# block 1

Figure 1. Nets reached from selected ports (block 1).
Scale: 1 px per um.
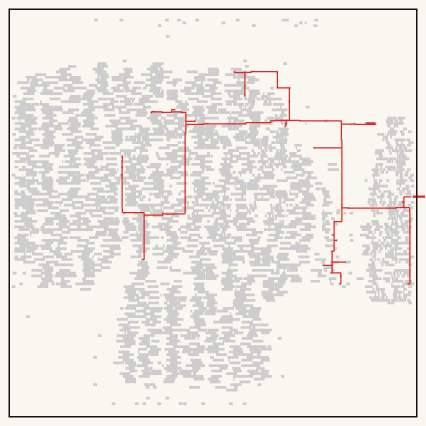

### src/rtl/cpu_types_pkg.sv
// Shared types for the direct-mapped instruction cache: machine word, the
// default-geometry (16-frame) address split and frame layout, and FSM states.
package cpu_types_pkg;

  typedef logic [31:0] word_t;

  // Default geometry: 16 one-word frames -> 4 index bits, 26 tag bits.
  localparam int ICACHE_IDX_W = 4;
  localparam int ICACHE_TAG_W = 30 - ICACHE_IDX_W;

  typedef struct packed {
    logic [ICACHE_TAG_W-1:0] tag;
    logic [ICACHE_IDX_W-1:0] idx;
    logic [1:0]              bytoff;
  } icachef_t;

  typedef struct packed {
    logic                    valid;
    logic [ICACHE_TAG_W-1:0] tag;
    word_t                   data;
  } iframe_t;

  typedef enum logic {
    IDLE  = 1'b0,
    FETCH = 1'b1
  } istate_t;

endpackage

### src/rtl/icache_dm_if.sv
// Datapath-side and memory-side signals of the instruction cache.
// slave: the cache's view; master: the datapath/memory environment.
interface icache_dm_if;
  import cpu_types_pkg::*;

  logic  imemREN;
  word_t imemaddr;
  logic  ihit;
  word_t imemload;
  logic  iwait;
  word_t iload;
  logic  iREN;
  word_t iaddr;

  modport slave (
    input  imemREN, imemaddr, iwait, iload,
    output ihit, imemload, iREN, iaddr
  );

  modport master (
    output imemREN, imemaddr, iwait, iload,
    input  ihit, imemload, iREN, iaddr
  );

endinterface

### src/rtl/icache_dm.sv
// Direct-mapped instruction cache with one-word frames. A miss in IDLE
// latches the address and moves to FETCH, which holds the memory read until
// iwait drops, fills the frame and returns to IDLE. Hit/miss counters wrap.
module icache_dm
  import cpu_types_pkg::*;
#(
  parameter int NSETS = 16,
  parameter int CNT_W = 32
) (
  input  logic             CLK,
  input  logic             RST,
  icache_dm_if.slave       bus,
  output logic [CNT_W-1:0] hitcnt,
  output logic [CNT_W-1:0] misscnt
);

  // Address split re-derived from NSETS so non-default geometries work.
  localparam int IDX_W = $clog2(NSETS);
  localparam int TAG_W = 30 - IDX_W;

  typedef struct packed {
    logic [TAG_W-1:0] tag;
    logic [IDX_W-1:0] idx;
    logic [1:0]       bytoff;
  } addr_t;

  typedef struct packed {
    logic             valid;
    logic [TAG_W-1:0] tag;
    word_t            data;
  } frame_t;

  istate_t          state_q;
  addr_t            miss_q;
  addr_t            req_a;
  frame_t           frames_q [NSETS];
  frame_t           req_fr;
  logic [CNT_W-1:0] hitcnt_q, hitcnt_d;
  logic [CNT_W-1:0] misscnt_q, misscnt_d;
  logic             hit, miss, fill;
  logic             unused_bytoff;

  assign req_a         = addr_t'(bus.imemaddr);
  assign req_fr        = frames_q[req_a.idx];
  assign unused_bytoff = ^req_a.bytoff;

  // Lookup is combinational and only live in IDLE outside reset.
  assign hit  = !RST && (state_q == IDLE) && bus.imemREN && req_fr.valid &&
                (req_fr.tag == req_a.tag);
  assign miss = (state_q == IDLE) && bus.imemREN && !hit;
  assign fill = (state_q == FETCH) && !bus.iwait;

  assign hitcnt_d  = hit  ? hitcnt_q  + CNT_W'(1) : hitcnt_q;
  assign misscnt_d = miss ? misscnt_q + CNT_W'(1) : misscnt_q;

  assign bus.ihit     = hit;
  assign bus.imemload = req_fr.data;
  assign bus.iREN     = (state_q == FETCH);
  assign bus.iaddr    = (state_q == FETCH) ? word_t'(miss_q) : '0;
  assign hitcnt       = hitcnt_q;
  assign misscnt      = misscnt_q;

  // Control FSM: miss capture, fetch wait, and performance counters.
  always_ff @(posedge CLK) begin
    if (RST) begin
      state_q   <= IDLE;
      miss_q    <= '0;
      hitcnt_q  <= '0;
      misscnt_q <= '0;
    end else begin
      hitcnt_q  <= hitcnt_d;
      misscnt_q <= misscnt_d;
      case (state_q)
        IDLE: begin
          if (miss) begin
            miss_q  <= req_a;
            state_q <= FETCH;
          end
        end
        FETCH: begin
          if (fill) state_q <= IDLE;
        end
        default: state_q <= IDLE;
      endcase
    end
  end

  // Frame store: reset clears only valid bits (an in-flight fill is dropped);
  // a fill overwrites whatever frame sits at the latched index.
  always_ff @(posedge CLK) begin
    if (RST) begin
      for (int i = 0; i < NSETS; i++) frames_q[IDX_W'(i)].valid <= 1'b0;
    end else if (fill) begin
      frames_q[miss_q.idx] <= '{valid: 1'b1, tag: miss_q.tag, data: bus.iload};
    end
  end

endmodule

### src/flat_wrapper.sv
// flat-port wrapper written by rule: the top's interface ports become plain ports
module icache_dm_flat import cpu_types_pkg::*;
#(
  parameter int NSETS = 16,
  parameter int CNT_W = 32
)
  (CLK, RST, hitcnt, misscnt, bus_imemREN, bus_imemaddr, bus_iwait, bus_iload, bus_ihit, bus_imemload, bus_iREN, bus_iaddr);
  icache_dm_if bus_i ();
  input  logic CLK;
  input  logic RST;
  output logic [CNT_W-1:0] hitcnt;
  output logic [CNT_W-1:0] misscnt;
  input wire logic [$bits(bus_i.imemREN)-1:0] bus_imemREN;
  input wire logic [$bits(bus_i.imemaddr)-1:0] bus_imemaddr;
  input wire logic [$bits(bus_i.iwait)-1:0] bus_iwait;
  input wire logic [$bits(bus_i.iload)-1:0] bus_iload;
  output wire logic [$bits(bus_i.ihit)-1:0] bus_ihit;
  output wire logic [$bits(bus_i.imemload)-1:0] bus_imemload;
  output wire logic [$bits(bus_i.iREN)-1:0] bus_iREN;
  output wire logic [$bits(bus_i.iaddr)-1:0] bus_iaddr;
  assign bus_i.imemREN = bus_imemREN;
  assign bus_i.imemaddr = bus_imemaddr;
  assign bus_i.iwait = bus_iwait;
  assign bus_i.iload = bus_iload;
  assign bus_ihit = bus_i.ihit;
  assign bus_imemload = bus_i.imemload;
  assign bus_iREN = bus_i.iREN;
  assign bus_iaddr = bus_i.iaddr;
  icache_dm #(.NSETS(NSETS), .CNT_W(CNT_W)) u_core (.CLK(CLK), .RST(RST), .bus(bus_i), .hitcnt(hitcnt), .misscnt(misscnt));
endmodule
### config.mk
export PLATFORM = sky130hd
export DESIGN_NAME = icache_dm_flat
export DESIGN_NICKNAME = d
export VERILOG_FILES = /design/src/rtl/cpu_types_pkg.sv /design/src/rtl/icache_dm_if.sv /design/src/rtl/icache_dm.sv /design/src/flat_wrapper.sv
export SDC_FILE = /design/constraint.sdc
export NUM_CORES = 1
export LEC_CHECK = 0
export ABC_CLOCK_PERIOD_IN_PS = 10200
export CORE_MARGIN = 1.5
export CORE_UTILIZATION = 25
export CTS_CLUSTER_DIAMETER = 50
export DETAILED_ROUTE_END_ITERATION = 6
export PLACE_DENSITY = 0.52
export REMOVE_ABC_BUFFERS = 1
export SYNTH_ARGS = -nofsm -noshare
export SYNTH_HDL_FRONTEND = slang
export SYNTH_SLANG_ARGS = --single-unit
### constraint.sdc
create_clock -name CLK -period 10.2 [get_ports CLK]
set_input_delay 3.06 -clock CLK [delete_from_list [all_inputs] [get_ports CLK]]
set_output_delay 3.06 -clock CLK [all_outputs]
set_load 0.005 [all_outputs]
# block 2

File: src/rtl/cpu_pkg.sv
// Shared datapath definitions: data width and the clear-sweep state encoding.
package cpu_pkg;

    localparam int DATA_W = 16;

    typedef enum logic [0:0] {
        ST_IDLE  = 1'b0,
        ST_CLEAR = 1'b1
    } clr_state_e;

endpackage

File: src/rtl/rf_read_port.sv
// One combinational read port of the register file: range check, entry-0
// masking and same-cycle write forwarding.
module rf_read_port
    import cpu_pkg::*;
#(
    parameter int WIDTH   = DATA_W,
    parameter int DEPTH   = 8,
    parameter int AW      = 3,
    parameter int BYPASS  = 1,
    parameter int ZERO_R0 = 0
) (
    input  logic [WIDTH-1:0] mem [DEPTH],
    input  logic [AW-1:0]    raddr,
    input  logic             wr_ok,
    input  logic [AW-1:0]    waddr,
    input  logic [WIDTH-1:0] wdata,
    output logic [WIDTH-1:0] rdata
);

    localparam logic [AW:0] DEPTH_W = DEPTH[AW:0];

    logic in_range_s;

    // Select storage, forwarded write data or zero for this port.
    always_comb begin
        rdata      = '0;
        in_range_s = ({1'b0, raddr} < DEPTH_W);
        if (!in_range_s) begin
            rdata = '0;
        end else if ((ZERO_R0 != 0) && (raddr == '0)) begin
            rdata = '0;
        end else if ((BYPASS != 0) && wr_ok && (raddr == waddr)) begin
            rdata = wdata;
        end else begin
            rdata = mem[raddr];
        end
    end

endmodule

File: src/rtl/reg_file_sweep.sv
// Multi-entry register file with one write port, two read ports and a
// one-entry-per-cycle clear sweep that blocks writes while it runs.
module reg_file_sweep
    import cpu_pkg::*;
#(
    parameter int WIDTH   = DATA_W,
    parameter int DEPTH   = 8,
    parameter int BYPASS  = 1,
    parameter int ZERO_R0 = 0,
    localparam int AW     = (DEPTH > 1) ? $clog2(DEPTH) : 1
) (
    input  logic             CLK,
    input  logic             RST_N,
    input  logic             we,
    input  logic [AW-1:0]    waddr,
    input  logic [WIDTH-1:0] wdata,
    input  logic [AW-1:0]    raddr_a,
    output logic [WIDTH-1:0] rdata_a,
    input  logic [AW-1:0]    raddr_b,
    output logic [WIDTH-1:0] rdata_b,
    input  logic             clr_req,
    output logic             busy
);

    localparam logic [AW:0]   DEPTH_W = DEPTH[AW:0];
    localparam int            LAST_I  = DEPTH - 1;
    localparam logic [AW-1:0] LAST    = LAST_I[AW-1:0];

    logic [WIDTH-1:0] mem_r [DEPTH];
    clr_state_e       state_r;
    clr_state_e       state_nx_s;
    logic [AW-1:0]    cnt_r;
    logic [AW-1:0]    cnt_nx_s;
    logic             busy_r;
    logic             wr_ok_s;

    // A write commits only when idle, in range and not aimed at a hard-wired zero entry.
    always_comb begin
        wr_ok_s = we && !busy_r && ({1'b0, waddr} < DEPTH_W)
                  && !((ZERO_R0 != 0) && (waddr == '0));
    end

    // Clear-sweep next-state and counter logic.
    always_comb begin
        state_nx_s = state_r;
        cnt_nx_s   = cnt_r;
        case (state_r)
            ST_IDLE: begin
                if (clr_req) begin
                    state_nx_s = ST_CLEAR;
                    cnt_nx_s   = '0;
                end else begin
                    state_nx_s = ST_IDLE;
                end
            end
            ST_CLEAR: begin
                if (cnt_r == LAST) begin
                    state_nx_s = ST_IDLE;
                    cnt_nx_s   = '0;
                end else begin
                    cnt_nx_s = cnt_r + AW'(1);
                end
            end
            default: begin
                state_nx_s = ST_IDLE;
                cnt_nx_s   = '0;
            end
        endcase
    end

    // State, counter and registered busy flag.
    always_ff @(posedge CLK) begin
        if (!RST_N) begin
            state_r <= ST_IDLE;
            cnt_r   <= '0;
            busy_r  <= 1'b0;
        end else begin
            state_r <= state_nx_s;
            cnt_r   <= cnt_nx_s;
            busy_r  <= (state_nx_s == ST_CLEAR);
        end
    end

    // Storage: reset clears everything, the sweep clears one entry per cycle.
    always_ff @(posedge CLK) begin
        if (!RST_N) begin
            for (int i = 0; i < DEPTH; i++) begin
                mem_r[i] <= '0;
            end
        end else if (state_r == ST_CLEAR) begin
            mem_r[cnt_r] <= '0;
        end else if (wr_ok_s) begin
            mem_r[waddr] <= wdata;
        end
    end

    assign busy = busy_r;

    rf_read_port #(
        .WIDTH(WIDTH), .DEPTH(DEPTH), .AW(AW), .BYPASS(BYPASS), .ZERO_R0(ZERO_R0)
    ) u_port_a (
        .mem(mem_r), .raddr(raddr_a), .wr_ok(wr_ok_s),
        .waddr(waddr), .wdata(wdata), .rdata(rdata_a)
    );

    rf_read_port #(
        .WIDTH(WIDTH), .DEPTH(DEPTH), .AW(AW), .BYPASS(BYPASS), .ZERO_R0(ZERO_R0)
    ) u_port_b (
        .mem(mem_r), .raddr(raddr_b), .wr_ok(wr_ok_s),
        .waddr(waddr), .wdata(wdata), .rdata(rdata_b)
    );

endmodule
File: config.mk
export PLATFORM = sky130hd
export DESIGN_NAME = reg_file_sweep
export DESIGN_NICKNAME = d
export VERILOG_FILES = /design/src/rtl/cpu_pkg.sv /design/src/rtl/rf_read_port.sv /design/src/rtl/reg_file_sweep.sv
export SDC_FILE = /design/constraint.sdc
export NUM_CORES = 1
export LEC_CHECK = 0
export CAP_MARGIN = 40
export CORE_MARGIN = 2
export CORE_UTILIZATION = 55
export CTS_BUF_LIST = sky130_fd_sc_hd__clkbuf_4
export CTS_CLUSTER_SIZE = 10
export DETAILED_ROUTE_END_ITERATION = 10
export GPL_TIMING_DRIVEN = 0
export PLACE_DENSITY = 0.75
export SLEW_MARGIN = 30
export SYNTH_ARGS = -nofsm -noshare
export SYNTH_HDL_FRONTEND = slang
export SYNTH_SLANG_ARGS = --single-unit
File: constraint.sdc
create_clock -name CLK -period 2.35 [get_ports CLK]
set_input_delay 0.235 -clock CLK [delete_from_list [all_inputs] [get_ports CLK]]
set_output_delay 0.235 -clock CLK [all_outputs]
set_load 0.02 [all_outputs]
# block 3

`config.mk`:
```
export PLATFORM = sky130hd
export DESIGN_NAME = call_ret_ctrl
export DESIGN_NICKNAME = d
export VERILOG_FILES = /design/src/rtl/call_ret_pkg.sv /design/src/rtl/call_ret_ctrl.sv
export SDC_FILE = /design/constraint.sdc
export NUM_CORES = 1
export LEC_CHECK = 0
export CORE_MARGIN = 3
export CORE_UTILIZATION = 45
export DETAILED_ROUTE_END_ITERATION = 12
export GPL_TIMING_DRIVEN = 0
export HOLD_SLACK_MARGIN = 0.05
export PLACE_DENSITY_LB_ADDON = 0.15
export RECOVER_POWER = 25
export SETUP_SLACK_MARGIN = 0.15
export SYNTH_ARGS = -nofsm -noshare
export SYNTH_HDL_FRONTEND = slang
export SYNTH_SLANG_ARGS = --single-unit
```
`constraint.sdc`:
```
create_clock -name CLK -period 2.2 [get_ports CLK]
set_clock_uncertainty 0.15 [all_clocks]
set_input_delay 0.44 -clock CLK [delete_from_list [all_inputs] [get_ports CLK]]
set_output_delay 0.44 -clock CLK [all_outputs]
set_load 0.02 [all_outputs]
```
`src/rtl/call_ret_pkg.sv`:
```
// Shared types and sizing helpers for the call/return sequencer.
// Holds the sequencer state encoding and the frame-geometry functions.
// No logic of its own; imported by call_ret_ctrl.
package call_ret_pkg;

  typedef enum logic [2:0] {
    IDLE = 3'd0,
    PUSH = 3'd1,
    POP  = 3'd2,
    WAIT = 3'd3,
    LOAD = 3'd4
  } state_t;

  // Stack words needed to hold one return address.
  function automatic int words_per_frame(input int pc_width, input int data_size);
    return pc_width / data_size;
  endfunction

  // Whole frames that fit in a stack of 2**stack_size-1 words.
  function automatic int max_frames(input int pc_width, input int data_size,
                                    input int stack_size);
    return ((2 ** stack_size) - 1) / words_per_frame(pc_width, data_size);
  endfunction

endpackage

```
`src/rtl/call_ret_ctrl.sv`:
```
// Purpose: splits return addresses into stack words on CALL, reassembles them on RET, loads the PC.
// Latency: CALL loads the PC N+1 cycles after the request, RET N+2 cycles; depth updates with the load.
// Backpressure: none on the stack side; decoder requests are ignored while BUSY is high.
// Optional over/underflow rejection with sticky FAULT is built when CALL_RET_FAULT_EN is defined.
module call_ret_ctrl #(
  parameter int DATA_SIZE  = 4,
  parameter int PC_WIDTH   = 8,
  parameter int STACK_SIZE = 5
) (
  input  logic                  CLK,
  input  logic                  RST,
  input  logic                  CALL_REQ,
  input  logic                  RET_REQ,
  input  logic [PC_WIDTH-1:0]   PC_IN,
  input  logic [PC_WIDTH-1:0]   TARGET,
  output logic                  BUSY,
  output logic                  PC_LOAD,
  output logic [PC_WIDTH-1:0]   PC_LOAD_VAL,
  output logic                  STK_W,
  output logic                  STK_R,
  output logic [DATA_SIZE-1:0]  STK_DATA_WR,
  input  logic [DATA_SIZE-1:0]  STK_DATA_RD,
  output logic [STACK_SIZE-1:0] DEPTH,
  output logic                  FAULT
);
  import call_ret_pkg::*;

  localparam int N          = words_per_frame(PC_WIDTH, DATA_SIZE);
  localparam int MAX_FRAMES = max_frames(PC_WIDTH, DATA_SIZE, STACK_SIZE);
  localparam int CNT_W      = $clog2(N + 1);

  localparam logic [STACK_SIZE-1:0] DEPTH_MAX = STACK_SIZE'(MAX_FRAMES);
  localparam logic [CNT_W-1:0]      CNT_LAST  = CNT_W'(N);
  localparam logic [CNT_W-1:0]      CNT_ONE   = CNT_W'(1);

  state_t               state;
  logic [CNT_W-1:0]     cnt;
  logic [PC_WIDTH-1:0]  push_sr;   // return address, shifted down one word per push
  logic [PC_WIDTH-1:0]  pop_acc;   // popped words, most-significant first
  logic [PC_WIDTH-1:0]  tgt;
  logic [PC_WIDTH-1:0]  ret_addr;
  logic [PC_WIDTH-1:0]  pop_acc_next;

  assign ret_addr     = PC_IN + PC_WIDTH'(1);
  assign pop_acc_next = (pop_acc << DATA_SIZE) | PC_WIDTH'(STK_DATA_RD);

`ifndef CALL_RET_FAULT_EN
  assign FAULT = 1'b0;
`endif

  // Sequencer: one registered FSM driving every output.
  always_ff @(posedge CLK) begin
    if (RST) begin
      state       <= IDLE;
      cnt         <= '0;
      push_sr     <= '0;
      pop_acc     <= '0;
      tgt         <= '0;
      BUSY        <= 1'b0;
      PC_LOAD     <= 1'b0;
      PC_LOAD_VAL <= '0;
      STK_W       <= 1'b0;
      STK_R       <= 1'b0;
      STK_DATA_WR <= '0;
      DEPTH       <= '0;
`ifdef CALL_RET_FAULT_EN
      FAULT       <= 1'b0;
`endif
    end else begin
      case (state)
        IDLE: begin
          if (CALL_REQ) begin
`ifdef CALL_RET_FAULT_EN
            if (DEPTH == DEPTH_MAX) FAULT <= 1'b1;
            else
`endif
            begin
              state       <= PUSH;
              BUSY        <= 1'b1;
              STK_W       <= 1'b1;
              STK_DATA_WR <= ret_addr[DATA_SIZE-1:0];
              push_sr     <= ret_addr >> DATA_SIZE;
              tgt         <= TARGET;
              cnt         <= CNT_ONE;
            end
          end else if (RET_REQ) begin
`ifdef CALL_RET_FAULT_EN
            if (DEPTH == '0) FAULT <= 1'b1;
            else
`endif
            begin
              state   <= POP;
              BUSY    <= 1'b1;
              STK_R   <= 1'b1;
              pop_acc <= '0;
              cnt     <= CNT_ONE;
            end
          end
        end
        PUSH: begin
          if (cnt == CNT_LAST) begin
            state       <= LOAD;
            STK_W       <= 1'b0;
            PC_LOAD     <= 1'b1;
            PC_LOAD_VAL <= tgt;
            if (DEPTH != DEPTH_MAX) DEPTH <= DEPTH + STACK_SIZE'(1);
          end else begin
            STK_DATA_WR <= push_sr[DATA_SIZE-1:0];
            push_sr     <= push_sr >> DATA_SIZE;
            cnt         <= cnt + CNT_ONE;
          end
        end
        POP: begin
          // Pop data lags its strobe by one cycle, so the first strobe has nothing to capture.
          if (cnt != CNT_ONE) pop_acc <= pop_acc_next;
          if (cnt == CNT_LAST) begin
            state <= WAIT;
            STK_R <= 1'b0;
          end else begin
            cnt <= cnt + CNT_ONE;
          end
        end
        WAIT: begin
          state       <= LOAD;
          PC_LOAD     <= 1'b1;
          PC_LOAD_VAL <= pop_acc_next;
          if (DEPTH != '0) DEPTH <= DEPTH - STACK_SIZE'(1);
        end
        LOAD: begin
          state   <= IDLE;
          PC_LOAD <= 1'b0;
          BUSY    <= 1'b0;
        end
        default: begin
          state   <= IDLE;
          BUSY    <= 1'b0;
          PC_LOAD <= 1'b0;
          STK_W   <= 1'b0;
          STK_R   <= 1'b0;
        end
      endcase
    end
  end

endmodule
```

## Gallery

The clock network.
picture 1
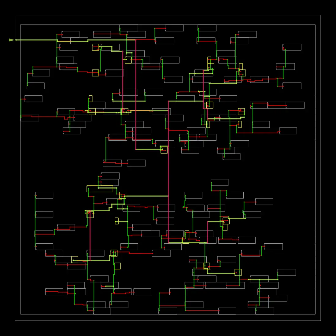
picture 2
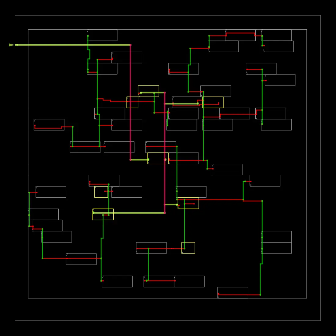
picture 3
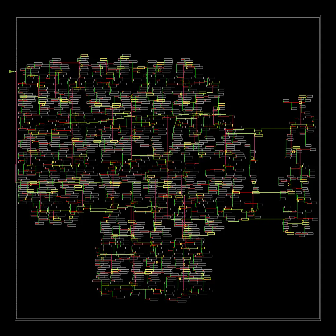
- fewest clock buffers: picture 2
- most clock buffers: picture 3
Picture 3 comes from block 1.
Picture 2 comes from block 3.
Picture 1 comes from block 2.

Figure 2. Gate families picked out (block 3).
Scale: 6 px per um.
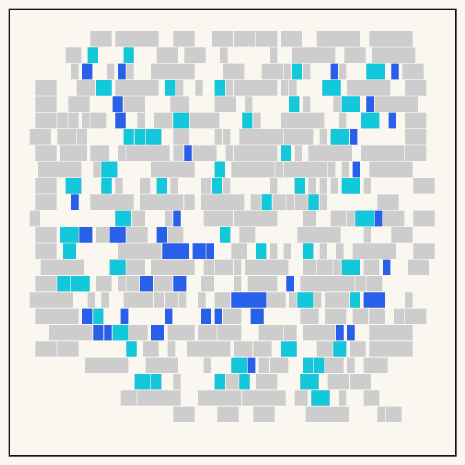
legend:
  cyan:
    family: aoi and oai cells
    cells: 55
  blue:
    family: nor cells
    cells: 38

==> out/metrics.yaml, block 3 <==
drive_above_1_share_pct: 13.6
design_area_mm2: 0.00282
cp_slowest_cell: "dfxtp_1"
layout_top_cell: "nand2_1"
mux_area_share_pct: 1.44
synthCells: 261
maxPowerGroup: "registers"
common_cells: "51 x nand2_1, 42 x dfxtp_1, 22 x a21oi_1"
instances_no_fill: 376
p_per_area_mw_per_mm2: 644
synthTopCellsByArea: "dfxtp_1 40%, nand2_1 9.2%, a21oi_1 5.3%, a311oi_1 4.2%, nor2_1 3.8%"
layout.nonclk_buf_share_pct: 22.2
cp_slowest_stage_delay_ns: 0.36
row_count: 24
ys_sh_xor_pct: 2.93
period_needed_ns: 2.08
synth_dominant_cell_count: "nand2_1"
wl_met2_mm: 2.48
design.seq.count: 42
cpMostUsedCell: "buf_6"
comb_area_share_pct: 41.6
dieWidth_um: 74.2
grt_util_met2_pct: 31.8
top_cell_area_share_pct: 40.2
logic_family: "simple AND/OR/NAND/NOR gates"
fill_cells: 421
ys_sh_simple_pct: 26.1
antenna_found_initial: 0
dp_slack_ns: -0.103
power.switching_uw: 566
finalSetupViolations: 0
worstPathCellList: "buf_6, nand3b_1, buf_6, xnor2_1, ha_2, o31a_1, nor3_2, o21ai_1, mux2i_1"
drt-met1-wl_mm: 2.50
final_cell_mix: "51 x nand2_1, 42 x dfxtp_1, 40 x clkdlybuf4s50_1"
p_leak_nw: 1.05
pg_clk_uw: 527
path_max_fanout: 10
htree_num_levels: 2
top_layer_used: "met4"
sh_seq_area_pct: 29.8
die_h_um: 74.2
num_tap_cells: 52
relSlewSlack_pct: 65.1
end_kind: "flop"
logic_area_mm2: 0.00117
clockPowerShare_pct: 29.0
tritoncts: "built"
warnings: 29
cp-startpoint: "state[1]$_SDFFE_PP0P_"
top_regs: "PC_LOAD_VAL x8, tgt x8, DEPTH x5"
syn_avg_cell_area_um2: 8.02
worstPathRequired_ns: 2.24
seq_power_uw: 851
status: "finished clean"
seq_area_um2: 841
cts_buffers: 5
ioPinCount: 46
hold_buffers: 0
power_frac_comb_pct: 24.1
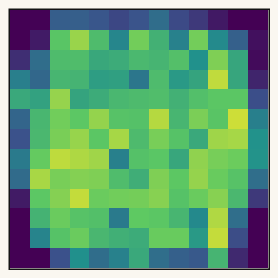
Figure 3: block 2, local utilization.
Scale: 2 px per um. 13 x 13 tiles, from dark purple (low) to yellow (high), 0 to 100% covered.
nearly empty tiles: 7.1%
mean over tiles: 56%
fullest tile: 92%
tiles over 75% full: 27%

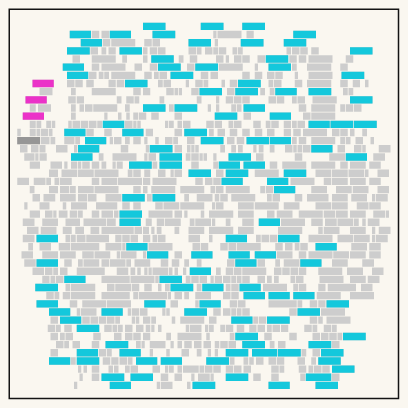
Figure 4: block 2, register map, names as in the netlist.
Scale: 3 px per um. Other sequential cells in the stronger grey, the rest of the logic in the fainter grey.
legend:
  cyan:
    name_in_the_netlist: mem_r
    sequential_cells: 128
    where: widely spread
  magenta:
    name_in_the_netlist: cnt_r
    sequential_cells: 3
sequential share of cell area: 28.5%
Seq power: 2.32 mW

==> out/metrics.yaml, block 2 <==
syn_area_mm2: 0.00862
routed-wl-met3_mm: 4.04
gr-total-overflow: 0
synth-edff-count: 0
violations: "setup timing"
reg2regPathDepth: 6
ys_sh_simple_pct: 10.1
cts_resized: 294
worst_slack_ns: -0.0565
pg_clk_mw: 1.33
irDropWorstVdd_uv: 294
synthAoiAreaFrac_pct: 22.6
cts_setup_buffers: 4
place_congestion: 0.939
cts_buffers: 17
drv_cap: 0
dp_slack_ns: -0.747
num_tap_cells: 211
finalSetupViolations: 18
design_area_mm2: 0.00959
fmax_mhz: 416
grt.busiest_layer: "met2"
cts.sinks: 132
drt-met1-wl_mm: 11.4
cp_slowest_cell: "mux4_2"
clock_area_share_pct: 2.14
status: "complete, but fails checks"
power_mw: 4.55
synth_warnings: 0
fin_hold_ws_ns: 0.0788
place_area_mm2: 0.00925
grt_max_degree: 17
worstPathRequired_ns: 2.12
synth_area_leader_cell: "dfxtp_1"
instances_no_fill: 1094
path_buffers: 1
dr.first_iter.drc_count: 1299
end_kind: "primary output"
wl_per_cell_um: 27.9
grt_util_met2_pct: 55.9
worstReg2RegEnd: "mem_r[92]$_SDFFE_PN0P_"
tns_ns: -0.420
swShare_pct: 31.9
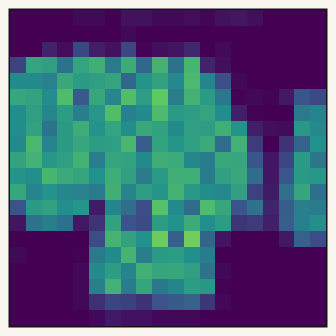
Figure 5: block 1, local utilization.
20 x 20 tiles, from dark purple (low) to yellow (high), 0 to 100% covered.
nearly empty tiles: 30%
mean over tiles: 28%
tiles over 75% full: 0.50%
fullest tile: 78%

About Figure 1:
legend:
  red:
    port: bus_iREN
    direction: output
    edge: right
    end_cells: 1
    buffers: 2
    wire: 1080 um
I/O Pins: 198
IO Port Bufs: 197

==> out/metrics.yaml, block 1 <==
via_count: 21000
largest_cell_class: "sequential cells"
syn_avg_cell_area_um2: 20.0
p_per_area_mw_per_mm2: 187
powerComb_uw: 428
seq_power_mw: 4.70
htree_num_levels: 3
drv_cap: 0
tritoncts: "built"
max_flop_register: "u_core.frames_q"
grt_pass1_vias: 21700
drt-met1-wl_mm: 47.3
synth_seq_share_pct: 74.2
drive_above_1_share_pct: 22.9
wl_met2_mm: 52.0
ys_sh_simple_pct: 4.05
nNonClkBuffers: 262
yosys-stat-area_mm2: 0.0406
num_tap_cells: 2160
finalClockPeriodUsage_pct: 94.2
ff_type: "edfxtp_1"
comb_area_share_pct: 20.3
ys_sh_xor_pct: 0.863
insertion_delay_ns: 0.75
synth_area_leader_cell: "edfxtp_1"
grt_max_degree: 73
synthAoiAreaFrac_pct: 2.71
hold_path_end: "u_core.frames_q[4][58]$_SDFFE_PP1P_"
antenna_found_initial: 15
wl_per_cell_um: 23.8
hp-start: "u_core.frames_q[4][58]$_SDFFE_PP1P_"
routed_wl_mm: 109
synth_warnings: 0
clock_area_share_pct: 7.67
status: "finished clean"
ys_cells: 2034

Power and IR drop assume default switching activity.
